######## design 1 ########
Fig. 1: design 1, M1 wires
Scale bar: 20 um.
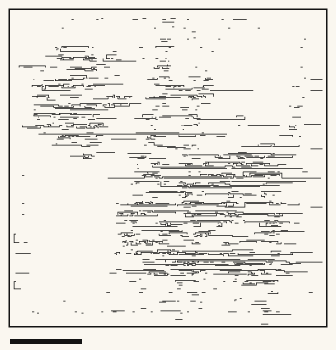

[src/rtl/hazard_ctrl_mdu.sv]
// hazard_ctrl_mdu: Tuse/Tnew stall + forwarding control with MDU busy tracking.
// Optional stall-cycle counter enabled by defining HAZ_PERF_CNT_EN.
module hazard_ctrl_mdu #(
   parameter int ADDR_W  = 5,
   parameter int T_W     = 3,
   parameter int MUL_LAT = 5,
   parameter int DIV_LAT = 10,
   parameter int CNT_W   = 32
) (
   input  logic              clk,
   input  logic              reset,
   input  logic              rf_we_e,
   input  logic              rf_we_m,
   input  logic              rf_we_w,
   input  logic [ADDR_W-1:0] dst_e,
   input  logic [ADDR_W-1:0] dst_m,
   input  logic [ADDR_W-1:0] dst_w,
   input  logic [T_W-1:0]    tnew_e,
   input  logic [T_W-1:0]    tnew_m,
   input  logic [T_W-1:0]    tnew_w,
   input  logic [ADDR_W-1:0] rs_d,
   input  logic [ADDR_W-1:0] rt_d,
   input  logic [ADDR_W-1:0] rs_e,
   input  logic [ADDR_W-1:0] rt_e,
   input  logic [T_W-1:0]    tuse_rs,
   input  logic [T_W-1:0]    tuse_rt,
   input  logic              dm_we_m,
   input  logic              clr_slot,
   input  logic              md_use_d,
   input  logic              md_start_e,
   input  logic              md_op_e,
   output logic              pc_en,
   output logic              en_d,
   output logic              flush_e,
   output logic              flush_d,
   output logic              fwd_rs_d,
   output logic              fwd_rt_d,
   output logic [1:0]        fwd_rs_e,
   output logic [1:0]        fwd_rt_e,
   output logic              fwd_m,
   output logic              md_busy,
   output logic [CNT_W-1:0]  stall_cnt
);
   typedef enum logic {IDLE, BUSY} state_t;
   localparam logic [7:0] MUL_L = 8'(MUL_LAT - 1);
   localparam logic [7:0] DIV_L = 8'(DIV_LAT - 1);
   state_t     state_q, state_d;
   logic [7:0] cnt_q, cnt_d;
   logic       data_stall, md_stall, stall;
   logic       e_rs, e_rt, m_rs, m_rt, w_rs, w_rt, m_rse, m_rte, w_rse, w_rte, w_dm;
   function automatic logic hit(input logic we, input logic [ADDR_W-1:0] dst, input logic [ADDR_W-1:0] r);
      return we && dst != '0 && dst == r;
   endfunction
   assign e_rs  = hit(rf_we_e, dst_e, rs_d);
   assign e_rt  = hit(rf_we_e, dst_e, rt_d);
   assign m_rs  = hit(rf_we_m, dst_m, rs_d);
   assign m_rt  = hit(rf_we_m, dst_m, rt_d);
   assign w_rs  = hit(rf_we_w, dst_w, rs_d);
   assign w_rt  = hit(rf_we_w, dst_w, rt_d);
   assign m_rse = hit(rf_we_m, dst_m, rs_e) && tnew_m == '0;
   assign m_rte = hit(rf_we_m, dst_m, rt_e) && tnew_m == '0;
   assign w_rse = hit(rf_we_w, dst_w, rs_e) && tnew_w == '0;
   assign w_rte = hit(rf_we_w, dst_w, rt_e) && tnew_w == '0;
   assign w_dm  = hit(rf_we_w, dst_w, dst_m);
   // busy is masked while reset is held so the combinational outputs see an idle MDU
   assign md_busy    = reset && state_q == BUSY;
   assign data_stall = (e_rs && tuse_rs < tnew_e) || (e_rt && tuse_rt < tnew_e) ||
                       (m_rs && tuse_rs < tnew_m) || (m_rt && tuse_rt < tnew_m) ||
                       (w_rs && tuse_rs < tnew_w) || (w_rt && tuse_rt < tnew_w);
   assign md_stall   = md_use_d && (md_busy || md_start_e);
   assign stall      = data_stall || md_stall;
   assign pc_en      = ~stall;
   assign en_d       = ~stall;
   assign flush_e    = stall;
   assign flush_d    = ~stall && clr_slot;
   assign fwd_rs_d   = m_rs && tnew_m == '0;
   assign fwd_rt_d   = m_rt && tnew_m == '0;
   assign fwd_rs_e   = m_rse ? 2'b01 : w_rse ? 2'b10 : 2'b00;
   assign fwd_rt_e   = m_rte ? 2'b01 : w_rte ? 2'b10 : 2'b00;
   assign fwd_m      = w_dm && dm_we_m && tnew_w == '0;
   // a new start always reloads, even over a finishing operation
   always_comb begin
      state_d = state_q;
      cnt_d   = cnt_q;
      if (md_start_e) begin
         state_d = BUSY;
         cnt_d   = md_op_e ? DIV_L : MUL_L;
      end else if (state_q == BUSY) begin
         state_d = cnt_q == '0 ? IDLE : BUSY;
         cnt_d   = cnt_q == '0 ? cnt_q : cnt_q - 8'd1;
      end
   end
   always_ff @(posedge clk) begin
      if (!reset) begin
         state_q <= IDLE;
         cnt_q   <= '0;
      end else begin
         state_q <= state_d;
         cnt_q   <= cnt_d;
      end
   end
`ifdef HAZ_PERF_CNT_EN
   logic [CNT_W-1:0] sc_q;
   always_ff @(posedge clk) begin
      if (!reset) sc_q <= '0;
      else if (stall && ~&sc_q) sc_q <= sc_q + 1'b1;
   end
   assign stall_cnt = sc_q;
`else
   assign stall_cnt = '0;
`endif
endmodule
[config.mk]
export PLATFORM = sky130hd
export DESIGN_NAME = hazard_ctrl_mdu
export DESIGN_NICKNAME = d
export VERILOG_FILES = /design/src/rtl/hazard_ctrl_mdu.sv
export SDC_FILE = /design/constraint.sdc
export NUM_CORES = 1
export LEC_CHECK = 0
export ABC_AREA = 1
export CORE_UTILIZATION = 30
export CTS_BUF_LIST = sky130_fd_sc_hd__clkbuf_2
export DETAILED_ROUTE_END_ITERATION = 8
export GPL_TIMING_DRIVEN = 0
export PLACE_DENSITY = 0.64
export SLEW_MARGIN = 10
export SYNTH_ARGS = -nofsm -noshare
export SYNTH_HDL_FRONTEND = slang
export SYNTH_SLANG_ARGS = --single-unit
[constraint.sdc]
create_clock -name clk -period 3.2 [get_ports clk]
set_input_delay 0.48 -clock clk [delete_from_list [all_inputs] [get_ports clk]]
set_output_delay 0.48 -clock clk [all_outputs]
set_load 0.02 [all_outputs]
######## design 2 ########
<file path="src/rtl/maze_fsm_if.sv">
// Direction requests and status outputs of the dungeon-navigation FSM.
// Player/driver side is master, the FSM is the slave.
interface maze_fsm_if #(
    parameter int N  = 6,
    parameter int RW = 3
) ();
    logic          n, s, e, w;
    logic [RW-1:0] room;
    logic [N-1:0]  room_oh;
    logic          sw, win, d, bump;
    logic [7:0]    moves;

    modport master (output n, s, e, w,
                    input  room, room_oh, sw, win, d, bump, moves);
    modport slave  (input  n, s, e, w,
                    output room, room_oh, sw, win, d, bump, moves);
endinterface

</file>
<file path="src/rtl/maze_fsm.sv">
// Grid dungeon navigation: walls, sword pickup, dragon encounter and
// an optional move budget. All status outputs come straight from registers.
module maze_fsm #(
    parameter int              COLS        = 3,
    parameter int              ROWS        = 2,
    parameter logic [4*COLS*ROWS-1:0] WALLS = '0,
    parameter int              START_ROOM  = 0,
    parameter int              SWORD_ROOM  = 2,
    parameter int              DRAGON_ROOM = 5,
    parameter int              MOVE_LIMIT  = 0
) (
    input logic        clk,
    input logic        reset,
    maze_fsm_if.slave  bus
);
    localparam int N  = COLS * ROWS;
    localparam int RW = (N > 1) ? $clog2(N) : 1;

    if (DRAGON_ROOM == START_ROOM) begin : g_bad_dragon
        $error("maze_fsm: DRAGON_ROOM must differ from START_ROOM");
    end

    typedef enum logic [1:0] {EXPLORE, ENCOUNTER, WIN, DEAD} state_t;

    state_t        state, nxt_state;
    logic [RW-1:0] room, nxt_room;
    logic [N-1:0]  room_oh, nxt_oh;
    logic          sw, nxt_sw;
    logic          bump, nxt_bump;
    logic [7:0]    moves, nxt_moves;

    always_ff @(posedge clk) begin
        if (reset) begin
            state   <= EXPLORE;
            room    <= RW'(START_ROOM);
            room_oh <= N'(1) << START_ROOM;
            sw      <= (START_ROOM == SWORD_ROOM);
            bump    <= 1'b0;
            moves   <= 8'd0;
        end else begin
            state   <= nxt_state;
            room    <= nxt_room;
            room_oh <= nxt_oh;
            sw      <= nxt_sw;
            bump    <= nxt_bump;
            moves   <= nxt_moves;
        end
    end

    always_comb begin
        int         r, dest;
        logic       one, blk;
        logic [3:0] wl;
        nxt_state = state;
        nxt_room  = room;
        nxt_oh    = room_oh;
        nxt_sw    = sw;
        nxt_bump  = 1'b0;
        nxt_moves = moves;
        r    = int'(room);
        wl   = 4'(WALLS >> (4 * r));
        one  = ({3'b000, bus.n} + {3'b000, bus.s} + {3'b000, bus.e} + {3'b000, bus.w}) == 4'd1;
        blk  = 1'b0;
        dest = r;
        if (bus.n)      begin blk = wl[0] | (r < COLS);              dest = r - COLS; end
        else if (bus.s) begin blk = wl[2] | (r >= N - COLS);         dest = r + COLS; end
        else if (bus.e) begin blk = wl[1] | (r % COLS == COLS - 1);  dest = r + 1;    end
        else if (bus.w) begin blk = wl[3] | (r % COLS == 0);         dest = r - 1;    end
        case (state)
            EXPLORE: begin
                if (one && blk) begin
                    nxt_bump = 1'b1;
                end else if (one) begin
                    nxt_room  = RW'(dest);
                    nxt_oh    = N'(1) << dest;
                    nxt_sw    = sw | (dest == SWORD_ROOM);
                    nxt_moves = (moves == 8'hFF) ? moves : moves + 8'd1;
                    // The dragon takes precedence over running out of moves.
                    if (dest == DRAGON_ROOM)
                        nxt_state = ENCOUNTER;
                    else if (MOVE_LIMIT != 0 && int'(nxt_moves) == MOVE_LIMIT)
                        nxt_state = DEAD;
                end
            end
            ENCOUNTER: nxt_state = sw ? WIN : DEAD;
            default:   nxt_state = state;
        endcase
    end

    always_comb begin
        bus.room    = room;
        bus.room_oh = room_oh;
        bus.sw      = sw;
        bus.bump    = bump;
        bus.moves   = moves;
        bus.win     = (state == WIN);
        bus.d       = (state == DEAD);
    end
endmodule

</file>
<file path="src/flat_wrapper.sv">
// flat-port wrapper written by rule: the top's interface ports become plain ports
module maze_fsm_flat 
#(
    parameter int              COLS        = 3,
    parameter int              ROWS        = 2,
    parameter logic [4*COLS*ROWS-1:0] WALLS = '0,
    parameter int              START_ROOM  = 0,
    parameter int              SWORD_ROOM  = 2,
    parameter int              DRAGON_ROOM = 5,
    parameter int              MOVE_LIMIT  = 0
)
  (clk, reset, bus_n, bus_s, bus_e, bus_w, bus_room, bus_room_oh, bus_sw, bus_win, bus_d, bus_bump, bus_moves);
  maze_fsm_if #(.N(6), .RW(3)) bus_i ();
  input logic clk;
  input logic reset;
  input wire logic [$bits(bus_i.n)-1:0] bus_n;
  input wire logic [$bits(bus_i.s)-1:0] bus_s;
  input wire logic [$bits(bus_i.e)-1:0] bus_e;
  input wire logic [$bits(bus_i.w)-1:0] bus_w;
  output wire logic [$bits(bus_i.room)-1:0] bus_room;
  output wire logic [$bits(bus_i.room_oh)-1:0] bus_room_oh;
  output wire logic [$bits(bus_i.sw)-1:0] bus_sw;
  output wire logic [$bits(bus_i.win)-1:0] bus_win;
  output wire logic [$bits(bus_i.d)-1:0] bus_d;
  output wire logic [$bits(bus_i.bump)-1:0] bus_bump;
  output wire logic [$bits(bus_i.moves)-1:0] bus_moves;
  assign bus_i.n = bus_n;
  assign bus_i.s = bus_s;
  assign bus_i.e = bus_e;
  assign bus_i.w = bus_w;
  assign bus_room = bus_i.room;
  assign bus_room_oh = bus_i.room_oh;
  assign bus_sw = bus_i.sw;
  assign bus_win = bus_i.win;
  assign bus_d = bus_i.d;
  assign bus_bump = bus_i.bump;
  assign bus_moves = bus_i.moves;
  maze_fsm #(.COLS(COLS), .ROWS(ROWS), .WALLS(WALLS), .START_ROOM(START_ROOM), .SWORD_ROOM(SWORD_ROOM), .DRAGON_ROOM(DRAGON_ROOM), .MOVE_LIMIT(MOVE_LIMIT)) u_core (.clk(clk), .reset(reset), .bus(bus_i));
endmodule
</file>
<file path="config.mk">
export PLATFORM = sky130hd
export DESIGN_NAME = maze_fsm_flat
export DESIGN_NICKNAME = d
export VERILOG_FILES = /design/src/rtl/maze_fsm_if.sv /design/src/rtl/maze_fsm.sv /design/src/flat_wrapper.sv
export SDC_FILE = /design/constraint.sdc
export NUM_CORES = 1
export LEC_CHECK = 0
export ABC_CLOCK_PERIOD_IN_PS = 9100
export CORE_MARGIN = 2
export CORE_UTILIZATION = 45
export CTS_CLUSTER_DIAMETER = 60
export CTS_CLUSTER_SIZE = 10
export DETAILED_ROUTE_END_ITERATION = 6
export PLACE_DENSITY = 0.81
export SLEW_MARGIN = 20
export SYNTH_ARGS = -nofsm -noshare
export SYNTH_HDL_FRONTEND = slang
export SYNTH_SLANG_ARGS = --single-unit
</file>
<file path="constraint.sdc">
create_clock -name clk -period 9.1 [get_ports clk]
set_input_delay 1.82 -clock clk [delete_from_list [all_inputs] [get_ports clk]]
set_output_delay 1.82 -clock clk [all_outputs]
set_load 0.01 [all_outputs]
</file>
######## design 3 ########
$ cat config.mk
export PLATFORM = sky130hd
export DESIGN_NAME = alu_cmd_sequencer
export DESIGN_NICKNAME = d
export VERILOG_FILES = /design/src/rtl/alu_cmd_sequencer.sv
export SDC_FILE = /design/constraint.sdc
export NUM_CORES = 1
export LEC_CHECK = 0
export CAP_MARGIN = 25
export CORE_AREA = 2 2 65 91
export DETAILED_ROUTE_END_ITERATION = 10
export DIE_AREA = 0 0 67 93
export HOLD_SLACK_MARGIN = 0.03
export PLACE_DENSITY = 0.74
export SLEW_MARGIN = 20
export SYNTH_ARGS = -nofsm -noshare
export SYNTH_HDL_FRONTEND = slang
export SYNTH_SLANG_ARGS = --single-unit
$ cat constraint.sdc
create_clock -name clk -period 2.38 [get_ports clk]
set_input_delay 0.476 -clock clk [delete_from_list [all_inputs] [get_ports clk]]
set_output_delay 0.476 -clock clk [all_outputs]
set_load 0.02 [all_outputs]
$ cat src/rtl/alu_cmd_sequencer.sv
// Command FIFO + issue FSM driving an external combinational ALU; responses return in order.
// Optional macro ALU_FLAGS_EN adds registered rsp_zero / rsp_carry outputs.
module alu_cmd_sequencer #(
  parameter int unsigned WIDTH = 4,
  parameter int unsigned DEPTH = 4
) (
  input  logic             clk,
  input  logic             rst_n,
  input  logic             cmd_valid,
  output logic             cmd_ready,
  input  logic [WIDTH-1:0] cmd_a,
  input  logic [WIDTH-1:0] cmd_b,
  input  logic [2:0]       cmd_op,
  output logic [WIDTH-1:0] alu_a,
  output logic [WIDTH-1:0] alu_b,
  output logic [2:0]       alu_ctrl,
  input  logic [WIDTH-1:0] alu_result,
  output logic             rsp_valid,
  input  logic             rsp_ready,
  output logic [WIDTH-1:0] rsp_result,
  output logic [2:0]       rsp_op,
`ifdef ALU_FLAGS_EN
  output logic             rsp_zero,
  output logic             rsp_carry,
`endif
  output logic             busy
);

  localparam int unsigned AW = $clog2(DEPTH);
  localparam logic [AW:0] FullCnt = (AW+1)'(DEPTH);

  typedef enum logic [1:0] {StIdle, StIssue, StResp} state_e;

  state_e           r_state;
  logic [WIDTH-1:0] r_fifo_a [DEPTH];
  logic [WIDTH-1:0] r_fifo_b [DEPTH];
  logic [2:0]       r_fifo_op [DEPTH];
  logic [AW-1:0]    r_wr_ptr;
  logic [AW-1:0]    r_rd_ptr;
  logic [AW:0]      r_count;
  logic [WIDTH-1:0] r_alu_a;
  logic [WIDTH-1:0] r_alu_b;
  logic [2:0]       r_alu_ctrl;
  logic             r_rsp_valid;
  logic [WIDTH-1:0] r_rsp_result;
  logic [2:0]       r_rsp_op;

  logic w_full;
  logic w_empty;
  logic w_push;
  logic w_pop;

  assign w_full  = (r_count == FullCnt);
  assign w_empty = (r_count == '0);
  assign w_push  = cmd_valid && !w_full;
  // Pop happens exactly when the FSM loads the ALU registers.
  assign w_pop   = !w_empty &&
                   ((r_state == StIdle) || ((r_state == StResp) && r_rsp_valid && rsp_ready));

  always_ff @(posedge clk) begin
    if (w_push) begin
      r_fifo_a[r_wr_ptr]  <= cmd_a;
      r_fifo_b[r_wr_ptr]  <= cmd_b;
      r_fifo_op[r_wr_ptr] <= cmd_op;
    end
  end

  always_ff @(posedge clk or negedge rst_n) begin
    if (!rst_n) begin
      r_wr_ptr <= '0;
      r_rd_ptr <= '0;
      r_count  <= '0;
    end else begin
      if (w_push) r_wr_ptr <= r_wr_ptr + 1'b1;
      if (w_pop)  r_rd_ptr <= r_rd_ptr + 1'b1;
      if (w_push && !w_pop)      r_count <= r_count + 1'b1;
      else if (!w_push && w_pop) r_count <= r_count - 1'b1;
    end
  end

`ifdef ALU_FLAGS_EN
  logic             r_rsp_zero;
  logic             r_rsp_carry;
  logic [WIDTH:0]   w_sum;
  logic             w_carry;

  assign w_sum = {1'b0, r_alu_a} + {1'b0, r_alu_b};

  always_comb begin
    w_carry = 1'b0;
    if (r_alu_ctrl == 3'b010)      w_carry = w_sum[WIDTH];
    else if (r_alu_ctrl == 3'b011) w_carry = (r_alu_a < r_alu_b);
  end

  always_ff @(posedge clk or negedge rst_n) begin
    if (!rst_n) begin
      r_rsp_zero  <= 1'b0;
      r_rsp_carry <= 1'b0;
    end else if (r_state == StIssue) begin
      r_rsp_zero  <= (alu_result == '0);
      r_rsp_carry <= w_carry;
    end
  end

  assign rsp_zero  = r_rsp_zero;
  assign rsp_carry = r_rsp_carry;
`endif

  always_ff @(posedge clk or negedge rst_n) begin
    if (!rst_n) begin
      r_state      <= StIdle;
      r_alu_a      <= '0;
      r_alu_b      <= '0;
      r_alu_ctrl   <= 3'b000;
      r_rsp_valid  <= 1'b0;
      r_rsp_result <= '0;
      r_rsp_op     <= 3'b000;
    end else begin
      if (w_pop) begin
        r_alu_a    <= r_fifo_a[r_rd_ptr];
        r_alu_b    <= r_fifo_b[r_rd_ptr];
        r_alu_ctrl <= r_fifo_op[r_rd_ptr];
      end
      unique case (r_state)
        StIdle: begin
          if (!w_empty) r_state <= StIssue;
        end
        StIssue: begin
          r_rsp_result <= alu_result;
          r_rsp_op     <= r_alu_ctrl;
          r_rsp_valid  <= 1'b1;
          r_state      <= StResp;
        end
        StResp: begin
          if (rsp_ready) begin
            r_rsp_valid <= 1'b0;
            r_state     <= w_empty ? StIdle : StIssue;
          end
        end
        default: r_state <= StIdle;
      endcase
    end
  end

  assign cmd_ready  = !w_full;
  assign alu_a      = r_alu_a;
  assign alu_b      = r_alu_b;
  assign alu_ctrl   = r_alu_ctrl;
  assign rsp_valid  = r_rsp_valid;
  assign rsp_result = r_rsp_result;
  assign rsp_op     = r_rsp_op;
  assign busy       = (r_state != StIdle) || !w_empty;

endmodule

######## design 4 ########
==> src/rtl/anspwm_pkg.sv <==
// anspwm_pkg: shared FSM state type and default width for the PWM generator
package anspwm_pkg;
    typedef enum logic [1:0] {S_IDLE, S_ARM, S_RUN} pwm_state_t;
    localparam int PWM_CNT_W = 16;
endpackage

==> src/rtl/pwm_dutybuf.sv <==
// pwm_dutybuf: one-entry duty slot with valid/ready intake, clamp to PERIOD and apply strobe
//  i_clk, i_rst_n     clock, synchronous active-low reset
//  i_valid, i_duty    incoming duty request
//  i_apply            consume the pending value (ignored when empty)
//  o_ready            slot free
//  o_pend, o_full     pending value and its occupancy flag
module pwm_dutybuf
    import anspwm_pkg::*;
#(
    parameter int CNT_W  = PWM_CNT_W,
    parameter int PERIOD = 500
) (
    input  logic             i_clk,
    input  logic             i_rst_n,
    input  logic             i_valid,
    input  logic [CNT_W-1:0] i_duty,
    input  logic             i_apply,
    output logic             o_ready,
    output logic [CNT_W-1:0] o_pend,
    output logic             o_full
);
    localparam logic [CNT_W-1:0] P_MAX = CNT_W'(PERIOD);
    logic [CNT_W-1:0] r_pend;
    logic             r_full;
    always_ff @(posedge i_clk) begin
        if (!i_rst_n) begin
            r_pend <= '0;
            r_full <= 1'b0;
        end else if (i_valid && !r_full) begin
            r_pend <= (i_duty > P_MAX) ? P_MAX : i_duty;
            r_full <= 1'b1;
        end else if (i_apply) begin
            r_full <= 1'b0;
        end
    end
    assign o_ready = !r_full;
    assign o_pend  = r_pend;
    assign o_full  = r_full;
endmodule

==> src/rtl/pwm_gen.sv <==
// pwm_gen: complementary PWM with dead time, armed by tick_slow, duty updates applied at period boundaries
//  clk_in, rst_n             clock, synchronous active-low reset
//  en                        run enable
//  tick_fast, tick_slow      counter enable and frame pulses
//  duty_in, duty_valid       duty request, duty_ready when the slot is free
//  pwm_hi, pwm_lo            high/low side drives (registered)
//  period_start              one-cycle pulse at every period start
module pwm_gen
    import anspwm_pkg::*;
#(
    parameter int CNT_W  = PWM_CNT_W,
    parameter int PERIOD = 500,
    parameter int DEAD   = 5
) (
    input  logic             clk_in,
    input  logic             rst_n,
    input  logic             en,
    input  logic             tick_fast,
    input  logic             tick_slow,
    input  logic [CNT_W-1:0] duty_in,
    input  logic             duty_valid,
    output logic             duty_ready,
    output logic             pwm_hi,
    output logic             pwm_lo,
    output logic             period_start
);
    localparam logic [CNT_W-1:0] P_LAST = CNT_W'(PERIOD - 1);
    localparam logic [CNT_W-1:0] P_MAX  = CNT_W'(PERIOD);
    localparam logic [CNT_W-1:0] P_DEAD = CNT_W'(DEAD);
    pwm_state_t       r_state, w_state_nxt;
    logic [CNT_W-1:0] r_cnt, w_cnt_nxt, r_duty_act, w_pend;
    logic [CNT_W:0]   w_lo_start;
    logic             r_sync, r_hi, r_lo, r_ps;
    logic             w_start, w_wrap, w_apply, w_full, w_ready;
    pwm_dutybuf #(.CNT_W(CNT_W), .PERIOD(PERIOD)) u_buf (
        .i_clk   (clk_in),
        .i_rst_n (rst_n),
        .i_valid (duty_valid),
        .i_duty  (duty_in),
        .i_apply (w_apply),
        .o_ready (w_ready),
        .o_pend  (w_pend),
        .o_full  (w_full)
    );
    always_comb begin
        w_start     = (r_state == S_ARM) && en && tick_slow;
        w_wrap      = (r_state == S_RUN) && en && tick_fast && (r_cnt == P_LAST);
        // entering RUN applies any pending duty at once; later only at a synced wrap
        w_apply     = w_start || (w_wrap && r_sync);
        w_state_nxt = !en ? S_IDLE :
                      (r_state == S_IDLE) ? S_ARM :
                      w_start ? S_RUN :
                      (r_state == S_ARM || r_state == S_RUN) ? r_state : S_IDLE;
        w_cnt_nxt   = (r_state != S_RUN || !en) ? '0 :
                      !tick_fast ? r_cnt :
                      w_wrap ? '0 : r_cnt + CNT_W'(1);
        // widened so duty_act+DEAD cannot wrap when duty_act is near the top of the range
        w_lo_start  = {1'b0, r_duty_act} + {1'b0, P_DEAD};
    end
    always_ff @(posedge clk_in) begin
        if (!rst_n) begin
            r_state    <= S_IDLE;
            r_cnt      <= '0;
            r_duty_act <= '0;
            r_sync     <= 1'b0;
            r_hi       <= 1'b0;
            r_lo       <= 1'b0;
            r_ps       <= 1'b0;
        end else begin
            r_state <= w_state_nxt;
            r_cnt   <= w_cnt_nxt;
            r_ps    <= w_start || w_wrap;
            if (w_apply && w_full)
                r_duty_act <= w_pend;
            // a tick_slow landing on the wrap arms the following wrap
            r_sync  <= (w_state_nxt != S_RUN) ? 1'b0 :
                       w_wrap ? tick_slow :
                       (tick_slow && r_state == S_RUN) ? 1'b1 : r_sync;
            r_hi    <= (r_state == S_RUN) && (r_cnt >= P_DEAD) && (r_cnt < r_duty_act);
            r_lo    <= (r_state == S_RUN) && ({1'b0, r_cnt} >= w_lo_start) && (r_cnt < P_MAX);
        end
    end
    assign duty_ready   = w_ready;
    assign pwm_hi       = r_hi;
    assign pwm_lo       = r_lo;
    assign period_start = r_ps;
endmodule

==> config.mk <==
export PLATFORM = sky130hd
export DESIGN_NAME = pwm_gen
export DESIGN_NICKNAME = d
export VERILOG_FILES = /design/src/rtl/anspwm_pkg.sv /design/src/rtl/pwm_dutybuf.sv /design/src/rtl/pwm_gen.sv
export SDC_FILE = /design/constraint.sdc
export NUM_CORES = 1
export LEC_CHECK = 0
export ABC_AREA = 1
export CAP_MARGIN = 0
export CORE_ASPECT_RATIO = 0.8
export CORE_MARGIN = 5
export CORE_UTILIZATION = 30
export DETAILED_ROUTE_END_ITERATION = 12
export GPL_TIMING_DRIVEN = 0
export MAX_ROUTING_LAYER = met4
export SLEW_MARGIN = 0
export SYNTH_ARGS = -nofsm -noshare
export SYNTH_HDL_FRONTEND = slang
export SYNTH_SLANG_ARGS = --single-unit
export TNS_END_PERCENT = 50
==> constraint.sdc <==
create_clock -name clk_in -period 3.65 [get_ports clk_in]
set_clock_uncertainty 0.05 [all_clocks]
set_input_delay 0.365 -clock clk_in [delete_from_list [all_inputs] [get_ports clk_in]]
set_output_delay 0.365 -clock clk_in [all_outputs]
set_load 0.02 [all_outputs]
Fig. 2: design 4, met3 routing
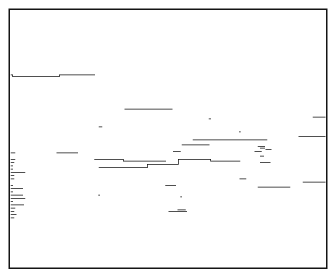
longest straight run: 30.8 um
share of all routed wire: 3.9%
wire length on this layer: 319 um
main direction: horizontal
nets with wire on the layer: 39
drt total wl: 8.23 mm
M3 GR Usage: 2.66%

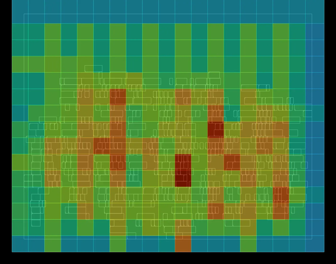
Fig. 3. Congestion heat map (design 4).
grt peak-use layer: met2
final core utilization: 36.0%

==> flow_metrics.env, design 4 <==
# physical design summary
export IMPL_outcome="finished, final reports clean"
export IMPL_ys_sh_xor_pct=4.40
export IMPL_synthTopLogicFamily="simple AND/OR/NAND/NOR gates"
export IMPL_syn_nets=563
export IMPL_cp_depth=12
export IMPL_total_power_mw=1.27
export IMPL_tns_ns=0
export IMPL_netlist_top_cells_count="nand2_1 (97), inv_1 (72), dfxtp_1 (55)"
export IMPL_die_w_um=132
export IMPL_async_flop_share_pct=0
export IMPL_mux_area_share_pct=0
export IMPL_cp_slowest_cell="dfxtp_1"
export IMPL_vdd_drop_max_mv=0.159
export IMPL_yosysChipArea_mm2=0.00358
export IMPL_port_buffers=24
export IMPL_grt_pass1_vias=3152
export IMPL_highest_layer="met4"
export IMPL_gr_total_overflow=0
export IMPL_grt_pass1_wl_mm=14.7
export IMPL_die_area_mm2=0.0142
export IMPL_power_share_clock_pct=45.0
export IMPL_grtUsageMet2_pct=20.2
export IMPL_cts_path_max_buffers=2
export IMPL_post_cts_buffers=0
export IMPL_simple_gate_share_pct=30.5
export IMPL_synthesis_area_mm2=0.00358
export IMPL_drt_pass1_iterations=4
export IMPL_insertion_delay_ns=0.30
export IMPL_cap_violations=0
export IMPL_reg2reg_from="r_duty_act[0]$_SDFFE_PN0P_"
export IMPL_die_height_um=108
export IMPL_yosys_cell_count_top_type="nand2_1"
export IMPL_finalInstanceArea_mm2=0.00418
export IMPL_final_common_cell="nand2_1"
export IMPL_clk_pin_slew_ns=0.07
export IMPL_p_seq_share_pct=48.4
export IMPL_cts_buffers=5
export IMPL_whs_ns=0.317
export IMPL_post_place_ws_ns=1.01
export IMPL_grt_use_total_pct=12.7
export IMPL_r2r_cells=12
export IMPL_grt_max_degree=20
export IMPL_drt_iter0_drc=158
export IMPL_synth_distinct_cells=41
export IMPL_place_hpwl_mm=6.78
export IMPL_hold_end="r_cnt[1]$_SDFFE_PP0P_"
export IMPL_postSynthCellCount=505
export IMPL_aoi_share_pct=11.3
-- design 4: power by group through the flow --
stage                     combinational, mW  sequential, mW  clock (mW)
after floorplan                      0.0445           0.626           0
after global placement               0.0820           0.627           0
after detailed placement             0.0836           0.627           0
after CTS                            0.0839           0.613       0.579
after global routing                 0.0933           0.614       0.606
final                                0.0834           0.613       0.569
-- design 4: cell type report --
class                           count  area share (%)
Sequential cell                    55            26.3
Clock buffer                        5            2.99
Tap cell                          148            4.43
Timing Repair Buffer               24            5.75
Buffer                             11            2.15
Clock inverter                      3            1.20
Multi-Input combinational cell    363            50.3
Inverter                           76            6.85
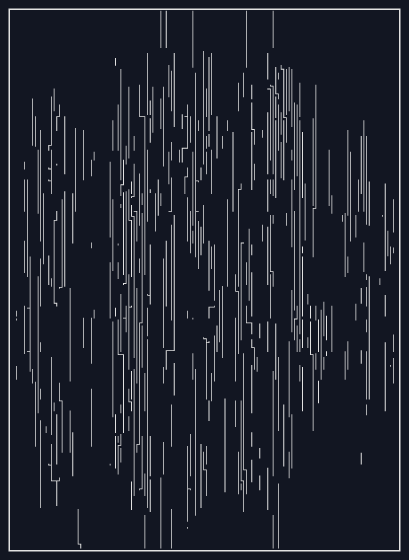
Fig. 4. The metal 2 layer (design 3).
longest straight run: 36.7 um
main direction: vertical
nets with wire on the layer: 208
share of all routed wire: 53%
wire length on this layer: 2570 um
grt met2 use: 29.5%
routed vias: 1456
drt total wl: 4.85 mm

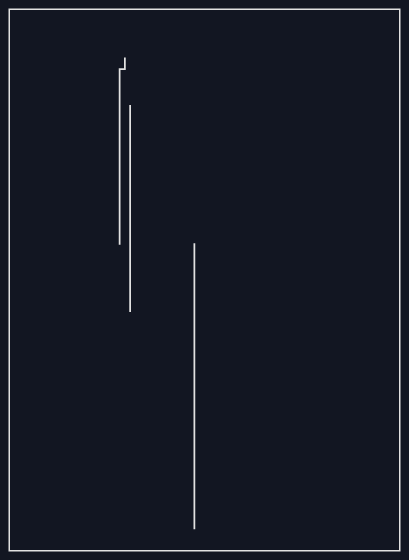
Fig. 5. M4 wires (design 3).
longest straight run: 49.0 um
share of all routed wire: 2.4%
nets with wire on the layer: 2

==> flow_metrics.env, design 3 <==
# physical design summary
export IMPL_die_w_um=67
export IMPL_cp_slowest_cell="clkdlybuf4s50_1"
export IMPL_simple_gate_share_pct=3.29
export IMPL_diodes=0
export IMPL_cp_slowest_stage_delay_ns=0.55
export IMPL_outcome="finished, final reports clean"
export IMPL_edf_count=44
export IMPL_fillers=395
export IMPL_die_height_um=93
export IMPL_powerClk_uw=954
export IMPL_total_power_mw=4.94
export IMPL_vdd_drop_max_mv=0.695
export IMPL_drt_pass1_iterations=3
export IMPL_swShare_pct=31.6
export IMPL_nNonClkInverters=6
export IMPL_aoi_share_pct=1.27
export IMPL_io_pins=40
export IMPL_logic_area_um2=779
export IMPL_finalCriticalPeriod_ns=2.27
export IMPL_finalClockPeriodUsage_pct=95.6
export IMPL_synthesis_area_mm2=0.00285
export IMPL_p_comb_mw=1.96
export IMPL_buffers=49
export IMPL_num_multi_input_gates=64
export IMPL_min_path_type="input pin to asynchronous set/reset pin"
export IMPL_synth_seq_share_pct=70.9
-- design 3: metrics by stage --
stage	std cells	hold WS, ns	instance area [um^2]	setup TNS (ns)	utilization, %
after floorplan	145	0.180	2850	0	-
after global placement	259	0.492	3370	0	62.0
after detailed placement	259	0.499	3370	-0.0524	62.0
after CTS	275	0.516	3570	0	65.6
after global routing	275	0.536	3570	0	65.6
final	275	0.512	3570	0	65.6
-- design 3: routing by layer --
layer,vias to the layer above,track usage [%],wire length (um)
li1,660,-,-
met2,42,29.5,2570
met4,0,9.18,117
met1,744,21.6,1940
met5,-,0,0
met3,10,6.14,218
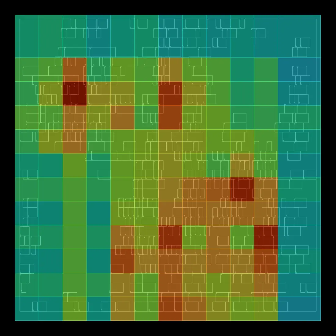
Fig. 6. Congestion heat map (design 1).
M3 GR Usage: 2.71%
wire per inst: 10.2 um

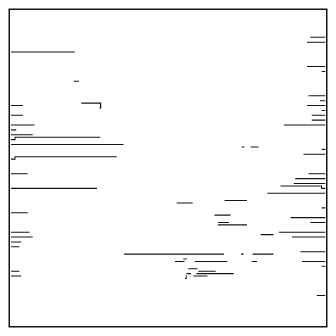
Fig. 7. Met3 routing (design 1).
nets with wire on the layer: 62
wire length on this layer: 433 um
longest straight run: 31.1 um
share of all routed wire: 7.4%
routed vias: 2384
drt total wl: 5.84 mm

## Picture notes: Fig. 1
longest straight run: 52.4 um
share of all routed wire: 41%
wire length on this layer: 2400 um
main direction: horizontal
M1 GR Usage: 17.0%

==> flow_metrics.env, design 1 <==
# physical design summary
export IMPL_outcome="finished, final reports clean"
export IMPL_max_slew_margin_pct=63.6
export IMPL_finalClockPeriodUsage_pct=96.5
export IMPL_p_seq_share_pct=21.4
export IMPL_mux_area_share_pct=0
export IMPL_insertion_delay_ns=0.24
export IMPL_stage_log_warnings=28
export IMPL_ctsRootBufferMaster="clkbuf_2"
export IMPL_diodes=0
export IMPL_netlist_top_cells_count="nand2_1 (118), inv_1 (52), buf_4 (37)"
export IMPL_dr_wl_met3_um=432
export IMPL_power_leakage_nw=1.66
export IMPL_critPathTopFamily="buffers and inverters"
export IMPL_gr_total_overflow=0
export IMPL_postCtsHoldBufs=0
export IMPL_cts_max_level=1
export IMPL_clk_pin_slew_ns=0.08
export IMPL_power_frac_comb_pct=66.5
export IMPL_finalMaxSlewViolations=0
export IMPL_cts_buffers=3
export IMPL_swShare_pct=43.5
export IMPL_vdd_drop_max_mv=0.189
export IMPL_synth_distinct_cells=33
export IMPL_cts_tree="built"
export IMPL_p_comb_uw=396
export IMPL_area_growth_pct=39.2
export IMPL_area_leaders="nand2_1 (20%), buf_4 (12%), inv_1 (8.8%)"
export IMPL_fin_ws_ns=0.113
export IMPL_path_class="input pin to output pin"
export IMPL_worstPathMaxFanout=3
export IMPL_final_common_cell="nand2_1"
design 1: final cells by class:
cell class / instances / area [um^2] / share of cell area (%)
buffer: 45 / 368 / 11.9
tap: 99 / 124 / 3.99
timing repair buffer: 61 / 608 / 19.6
clock buffer: 4 / 20.0 / 0.645
multi-input combinational: 288 / 1560 / 50.3
sequential: 9 / 180 / 5.81
inverter: 64 / 243 / 7.82
design 1: metrics by stage:
step | std cells | hold WS [ns]
global placement | 566 | 0.470
floorplan | 406 | 0.455
detailed placement | 566 | 0.476
global route | 570 | 0.530
finish | 570 | 0.490
CTS | 570 | 0.491
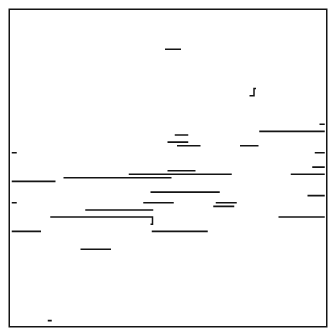
Fig. 8. Met3 routing (design 2).
wire length on this layer: 187 um
share of all routed wire: 5.6%
longest straight run: 20.2 um
nets with wire on the layer: 25
main direction: horizontal
drt total wl: 3.33 mm
M3 GR Usage: 4.11%
routed vias: 1333

==> flow_metrics.env, design 2 <==
# physical design summary
export IMPL_hold_end="u_core.bus.room_oh[2]$_SDFFE_PP0P_"
export IMPL_top_area_share_pct=29.6
export IMPL_num_multi_input_gates=131
export IMPL_ctsRootBufferMaster="clkbuf_4"
export IMPL_grt_pass1_vias=1236
export IMPL_fin_ws_ns=3.94
export IMPL_finalInstanceArea_mm2=0.00171
export IMPL_flops=21
export IMPL_power_frac_comb_pct=27.9
export IMPL_grt_use_total_pct=20.0
export IMPL_wire_per_inst_um=14.2
export IMPL_async_flop_share_pct=0
export IMPL_max_slew_margin_pct=56.7
export IMPL_drt_pass1_iterations=4
export IMPL_internal_power_uw=138
export IMPL_ant_nets=0
export IMPL_hold_path_startpoint="u_core.bus.room_oh[2]$_SDFFE_PP0P_"
export IMPL_antenna_found_initial=0
export IMPL_critPathTopFamily="simple AND/OR/NAND/NOR gates"
export IMPL_area_growth_pct=20.5
export IMPL_initCoreUtil_pct=46.9
export IMPL_postSynthAreaPerCell_um2=8.30
export IMPL_cts_buffers=3
export IMPL_outcome="finished, final reports clean"
export IMPL_io_pins=27
export IMPL_core_area_mm2=0.00303
export IMPL_logic_area_um2=912
export IMPL_endpoint="u_core.bus.moves[3]$_SDFFE_PP0P_"
export IMPL_whs_path_depth=2
export IMPL_power_leakage_nw=0.569
export IMPL_synthTopLogicFamily="simple AND/OR/NAND/NOR gates"
export IMPL_timing_fmax_mhz=194
export IMPL_drive_above_1_share_pct=6.28
export IMPL_taps=44
export IMPL_ys_sh_xor_pct=1.85
export IMPL_place_hpwl_mm=2.52
## design 2: cell usage after synthesis (all sizes together) (2+ instances only)
cell type,number
o211ai,2
or4b,2
or2,2
a21oi,11
nor2b,6
or4,2
o41ai,2
a211oi,3
and3,2
mux2i,3
xnor2,3
nand3,6
buf,3
o311ai,2
o21ai,9
or3,2
nor4,4
nor3b,3
nand2,16
inv,8
nor2,11
a211o,2
dfxtp,21
clkbuf,7
ha,10
o31ai,4
nor3,6

==> layout pictures side by side <==
M1 wires.
shot_01.png
Scale bar: 20 um.
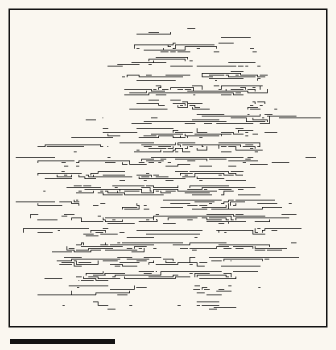
shot_02.png
Scale bar: 20 um.
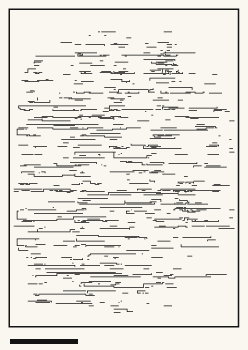
shot_03.png
Scale bar: 50 um.
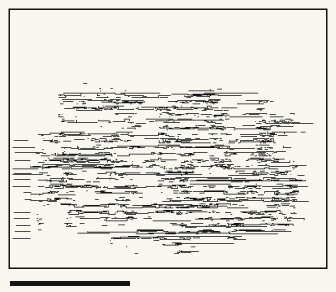
design 3 -> shot_02.png
design 2 -> shot_01.png
design 4 -> shot_03.png
The one with the largest die is shot_03.png.
The one with the smallest die is shot_01.png.

Key to shot_01.png:
longest straight run: 17.5 um
share of all routed wire: 46%
nets with wire on the layer: 182
wire length on this layer: 1550 um
main direction: horizontal


######## design 5 ########
Fig. 9: design 5, M1 wires
Scale bar: 20 um.
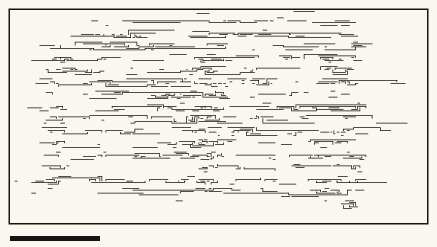
Fig. 10: design 5, the metal 2 layer
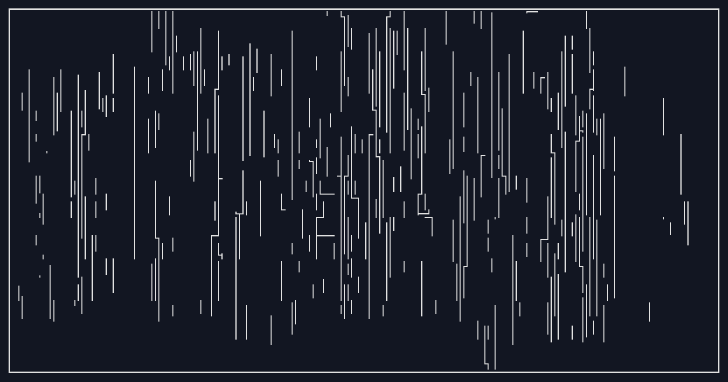
Fig. 11: design 5, met3 routing
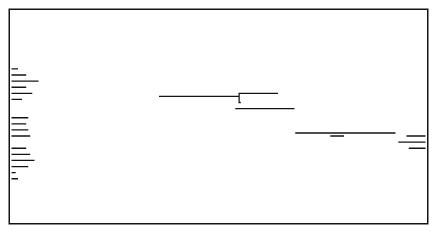
$ cat src/rtl/logic4_arbiter_if.sv
// Request/response bundle for the shared 4-bit logic unit.
// The two requester channels and the single response channel live here; clk/rst_n stay separate ports.
interface logic4_arbiter_if #(
    parameter int WIDTH = 4
);
    logic             req0_valid;
    logic             req0_ready;
    logic [1:0]       req0_op;
    logic [WIDTH-1:0] req0_x;
    logic [WIDTH-1:0] req0_y;

    logic             req1_valid;
    logic             req1_ready;
    logic [1:0]       req1_op;
    logic [WIDTH-1:0] req1_x;
    logic [WIDTH-1:0] req1_y;

    logic             rsp_valid;
    logic             rsp_ready;
    logic             rsp_id;
    logic [WIDTH-1:0] rsp_data;
    logic             busy;

    // Requesters and the response consumer.
    modport master (
        output req0_valid, req0_op, req0_x, req0_y,
        input  req0_ready,
        output req1_valid, req1_op, req1_x, req1_y,
        input  req1_ready,
        input  rsp_valid, rsp_id, rsp_data, busy,
        output rsp_ready
    );

    // The arbiter itself.
    modport slave (
        input  req0_valid, req0_op, req0_x, req0_y,
        output req0_ready,
        input  req1_valid, req1_op, req1_x, req1_y,
        output req1_ready,
        output rsp_valid, rsp_id, rsp_data, busy,
        input  rsp_ready
    );
endinterface

$ cat src/rtl/logic4_arbiter.sv
// Round-robin arbiter sharing one bitwise logic unit (AND/OR/NOR/XOR) between two requesters.
// IDLE accepts one op, EXEC holds it for EXEC_CYCLES, RESP presents the result until taken.
module logic4_arbiter #(
    parameter int WIDTH       = 4,
    parameter int EXEC_CYCLES = 1
) (
    input  logic             clk,
    input  logic             rst_n,
    logic4_arbiter_if.slave  bus
);

    typedef enum logic [1:0] {
        S_IDLE = 2'd0,
        S_EXEC = 2'd1,
        S_RESP = 2'd2
    } state_t;

    localparam logic [3:0] CNT_LOAD = 4'(EXEC_CYCLES - 1);

    state_t           r_state;
    state_t           w_state_nxt;
    logic             r_last_grant;
    logic [3:0]       r_cnt;
    logic [1:0]       r_op;
    logic [WIDTH-1:0] r_x;
    logic [WIDTH-1:0] r_y;
    logic             r_id;
    logic             r_rsp_valid;
    logic             r_rsp_id;
    logic [WIDTH-1:0] r_rsp_data;

    logic             w_req_any;
    logic             w_grant_id;
    logic             w_accept;
    logic             w_rsp_fire;

    function automatic logic [WIDTH-1:0] f_logic(input logic [1:0] op,
                                                 input logic [WIDTH-1:0] x,
                                                 input logic [WIDTH-1:0] y);
        logic [WIDTH-1:0] res;
        case (op)
            2'b00:   res = x & y;
            2'b01:   res = x | y;
            2'b10:   res = ~(x | y);
            default: res = x ^ y;
        endcase
        return res;
    endfunction

    // A lone requester always wins; a tie goes to whoever was not served last.
    assign w_req_any  = bus.req0_valid | bus.req1_valid;
    assign w_grant_id = (bus.req0_valid & bus.req1_valid) ? ~r_last_grant : bus.req1_valid;
    assign w_accept   = (r_state == S_IDLE) & w_req_any;
    assign w_rsp_fire = (r_state == S_RESP) & bus.rsp_ready;

    always_ff @(posedge clk or negedge rst_n) begin
        if (!rst_n) r_state <= S_IDLE;
        else        r_state <= w_state_nxt;
    end

    // NOTE: every always_comb output gets a default first so no path leaves it unassigned (no latch).
    always_comb begin
        w_state_nxt    = r_state;
        bus.req0_ready = 1'b0;
        bus.req1_ready = 1'b0;
        case (r_state)
            S_IDLE: begin
                // Gated by rst_n so ready reads 0 while reset is held, even with valid high.
                bus.req0_ready = rst_n & w_req_any & ~w_grant_id;
                bus.req1_ready = rst_n & w_req_any &  w_grant_id;
                if (w_req_any) w_state_nxt = S_EXEC;
            end
            S_EXEC:  if (r_cnt == 4'd0) w_state_nxt = S_RESP;
            S_RESP:  if (bus.rsp_ready) w_state_nxt = S_IDLE;
            default: w_state_nxt = S_IDLE;
        endcase
    end

    // NOTE: state is updated with <= so every flop samples pre-edge values, independent of block order.
    // NOTE: the captured operands are reset as well; they are a handful of flops, not a memory array.
    always_ff @(posedge clk or negedge rst_n) begin
        if (!rst_n) begin
            r_last_grant <= 1'b1;
            r_cnt        <= 4'd0;
            r_op         <= 2'b00;
            r_x          <= '0;
            r_y          <= '0;
            r_id         <= 1'b0;
            r_rsp_valid  <= 1'b0;
            r_rsp_id     <= 1'b0;
            r_rsp_data   <= '0;
        end else begin
            if (w_accept) begin
                r_op  <= w_grant_id ? bus.req1_op : bus.req0_op;
                r_x   <= w_grant_id ? bus.req1_x  : bus.req0_x;
                r_y   <= w_grant_id ? bus.req1_y  : bus.req0_y;
                r_id  <= w_grant_id;
                r_cnt <= CNT_LOAD;
            end
            if (r_state == S_EXEC) begin
                if (r_cnt != 4'd0) begin
                    r_cnt <= r_cnt - 4'd1;
                end else begin
                    r_rsp_data  <= f_logic(r_op, r_x, r_y);
                    r_rsp_id    <= r_id;
                    r_rsp_valid <= 1'b1;
                end
            end
            if (w_rsp_fire) begin
                r_rsp_valid  <= 1'b0;
                r_last_grant <= r_rsp_id;
            end
        end
    end

    assign bus.rsp_valid = r_rsp_valid;
    assign bus.rsp_id    = r_rsp_id;
    assign bus.rsp_data  = r_rsp_data;
    assign bus.busy      = (r_state != S_IDLE);

endmodule

$ cat src/flat_wrapper.sv
// flat-port wrapper written by rule: the top's interface ports become plain ports
module logic4_arbiter_flat 
#(
    parameter int WIDTH       = 4,
    parameter int EXEC_CYCLES = 1
)
  (clk, rst_n, bus_req0_valid, bus_req0_op, bus_req0_x, bus_req0_y, bus_req0_ready, bus_req1_valid, bus_req1_op, bus_req1_x, bus_req1_y, bus_req1_ready, bus_rsp_valid, bus_rsp_id, bus_rsp_data, bus_busy, bus_rsp_ready);
  logic4_arbiter_if #(.WIDTH(WIDTH)) bus_i ();
  input  logic clk;
  input  logic rst_n;
  input wire logic [$bits(bus_i.req0_valid)-1:0] bus_req0_valid;
  input wire logic [$bits(bus_i.req0_op)-1:0] bus_req0_op;
  input wire logic [$bits(bus_i.req0_x)-1:0] bus_req0_x;
  input wire logic [$bits(bus_i.req0_y)-1:0] bus_req0_y;
  output wire logic [$bits(bus_i.req0_ready)-1:0] bus_req0_ready;
  input wire logic [$bits(bus_i.req1_valid)-1:0] bus_req1_valid;
  input wire logic [$bits(bus_i.req1_op)-1:0] bus_req1_op;
  input wire logic [$bits(bus_i.req1_x)-1:0] bus_req1_x;
  input wire logic [$bits(bus_i.req1_y)-1:0] bus_req1_y;
  output wire logic [$bits(bus_i.req1_ready)-1:0] bus_req1_ready;
  output wire logic [$bits(bus_i.rsp_valid)-1:0] bus_rsp_valid;
  output wire logic [$bits(bus_i.rsp_id)-1:0] bus_rsp_id;
  output wire logic [$bits(bus_i.rsp_data)-1:0] bus_rsp_data;
  output wire logic [$bits(bus_i.busy)-1:0] bus_busy;
  input wire logic [$bits(bus_i.rsp_ready)-1:0] bus_rsp_ready;
  assign bus_i.req0_valid = bus_req0_valid;
  assign bus_i.req0_op = bus_req0_op;
  assign bus_i.req0_x = bus_req0_x;
  assign bus_i.req0_y = bus_req0_y;
  assign bus_req0_ready = bus_i.req0_ready;
  assign bus_i.req1_valid = bus_req1_valid;
  assign bus_i.req1_op = bus_req1_op;
  assign bus_i.req1_x = bus_req1_x;
  assign bus_i.req1_y = bus_req1_y;
  assign bus_req1_ready = bus_i.req1_ready;
  assign bus_rsp_valid = bus_i.rsp_valid;
  assign bus_rsp_id = bus_i.rsp_id;
  assign bus_rsp_data = bus_i.rsp_data;
  assign bus_busy = bus_i.busy;
  assign bus_i.rsp_ready = bus_rsp_ready;
  logic4_arbiter #(.WIDTH(WIDTH), .EXEC_CYCLES(EXEC_CYCLES)) u_core (.clk(clk), .rst_n(rst_n), .bus(bus_i));
endmodule
$ cat config.mk
export PLATFORM = sky130hd
export DESIGN_NAME = logic4_arbiter_flat
export DESIGN_NICKNAME = d
export VERILOG_FILES = /design/src/rtl/logic4_arbiter_if.sv /design/src/rtl/logic4_arbiter.sv /design/src/flat_wrapper.sv
export SDC_FILE = /design/constraint.sdc
export NUM_CORES = 1
export LEC_CHECK = 0
export ABC_AREA = 1
export ABC_CLOCK_PERIOD_IN_PS = 1450
export CAP_MARGIN = 20
export CORE_ASPECT_RATIO = 0.5
export CORE_UTILIZATION = 35
export CTS_CLUSTER_SIZE = 10
export DETAILED_ROUTE_END_ITERATION = 7
export HOLD_SLACK_MARGIN = 0.02
export SETUP_SLACK_MARGIN = 0.4
export SLEW_MARGIN = 10
export SYNTH_ARGS = -nofsm -noshare
export SYNTH_HDL_FRONTEND = slang
export SYNTH_SLANG_ARGS = --single-unit
$ cat constraint.sdc
create_clock -name clk -period 1.45 [get_ports clk]
set_clock_uncertainty 0.1 [all_clocks]
set_input_delay 0.29 -clock clk [delete_from_list [all_inputs] [get_ports clk]]
set_output_delay 0.29 -clock clk [all_outputs]
set_load 0.005 [all_outputs]
==> flow_metrics.env <==
# physical design summary
export IMPL_violations="setup timing"
export IMPL_tns_ns=-1.85
export IMPL_outcome="finished, violations left"
export IMPL_dr_wl_met3_um=129
export IMPL_r2r_end="u_core.r_op[1]$_DFFE_PN0P_"
export IMPL_synth_seq_share_pct=41.6
export IMPL_drt_iter0_drc=16
export IMPL_dominantRegCellSynth="dfrtp_1"
export IMPL_ys_sh_adder_pct=7.78
export IMPL_diodes=0
export IMPL_ys_sh_xor_pct=0.605
export IMPL_area_growth_pct=53.3
export IMPL_finalNetCount=301
export IMPL_syn_nets=242
export IMPL_cts_sinks=24
export IMPL_grt_pass1_wl_mm=5.18
export IMPL_top_area_share_pct=39.8
export IMPL_gr_total_overflow=0
export IMPL_grt_setup_unrepaired="true"
export IMPL_fin_ws_ns=-0.262
export IMPL_drcViolationCount=0
export IMPL_setup_viol_count_final=12
export IMPL_die_area_mm2=0.00441
export IMPL_core_area_mm2=0.00392
## Picture notes: Fig. 9
share of all routed wire: 50%
main direction: horizontal
drt total wl: 3.35 mm
M1 GR Usage: 21.0%
routed vias: 1359

## Picture notes: Fig. 10
main direction: vertical
share of all routed wire: 46%
nets with wire on the layer: 209
longest straight run: 26.5 um
grt met2 use: 26.6%

## Picture notes: Fig. 11
nets with wire on the layer: 23
main direction: horizontal
longest straight run: 22.1 um
M3 GR Usage: 3.81%

==> power by group <==
group	leakage (nW)	internal [mW]	switching (mW)	total (mW)
clock network	0.0228	0.197	0.214	0.411
registers	0.296	0.977	0.261	1.24
logic	0.870	1.16	1.27	2.43
==> final cells by class <==
class                      instances  area [um^2]  share of cell area, %
inverter                          30          115                   5.19
multi-input combinational        151          852                   38.4
clock buffer                       4         45.0                   2.03
sequential                        24          603                   27.2
timing repair buffer              57          537                   24.2
tap                               54         67.6                   3.04


==> layout pictures side by side <==
The metal 2 layer.
image #1
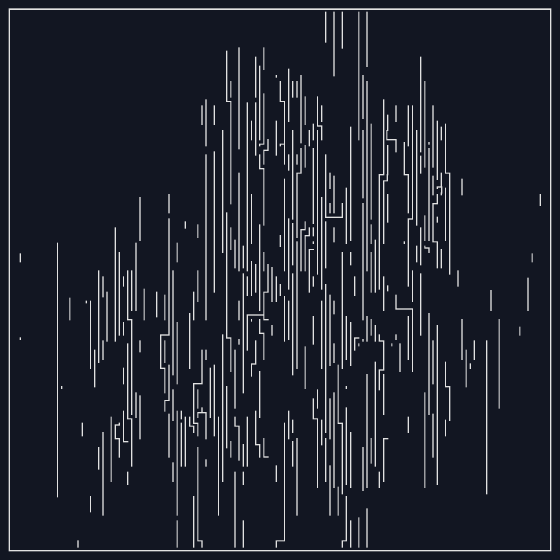
image #2
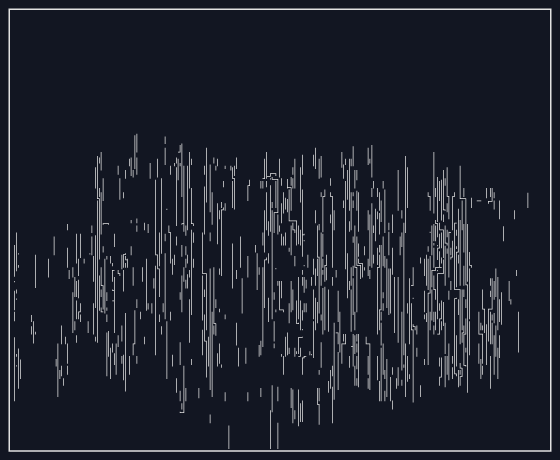
image #3
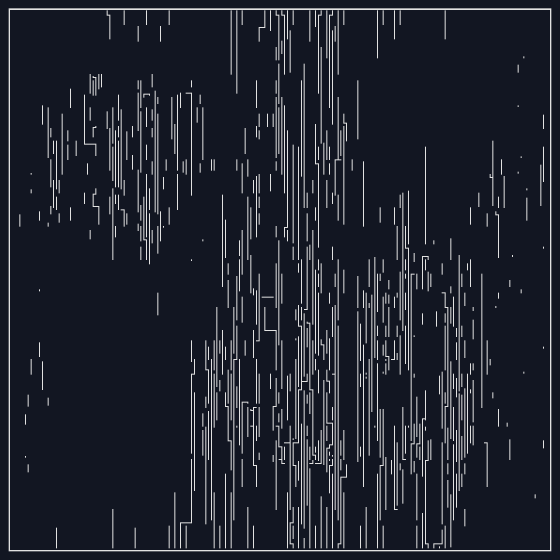
| from | picture |
|---|---|
| design 1 | image #3 |
| design 4 | image #2 |
| design 2 | image #1 |

Power is estimated from default activity; no workload was simulated.
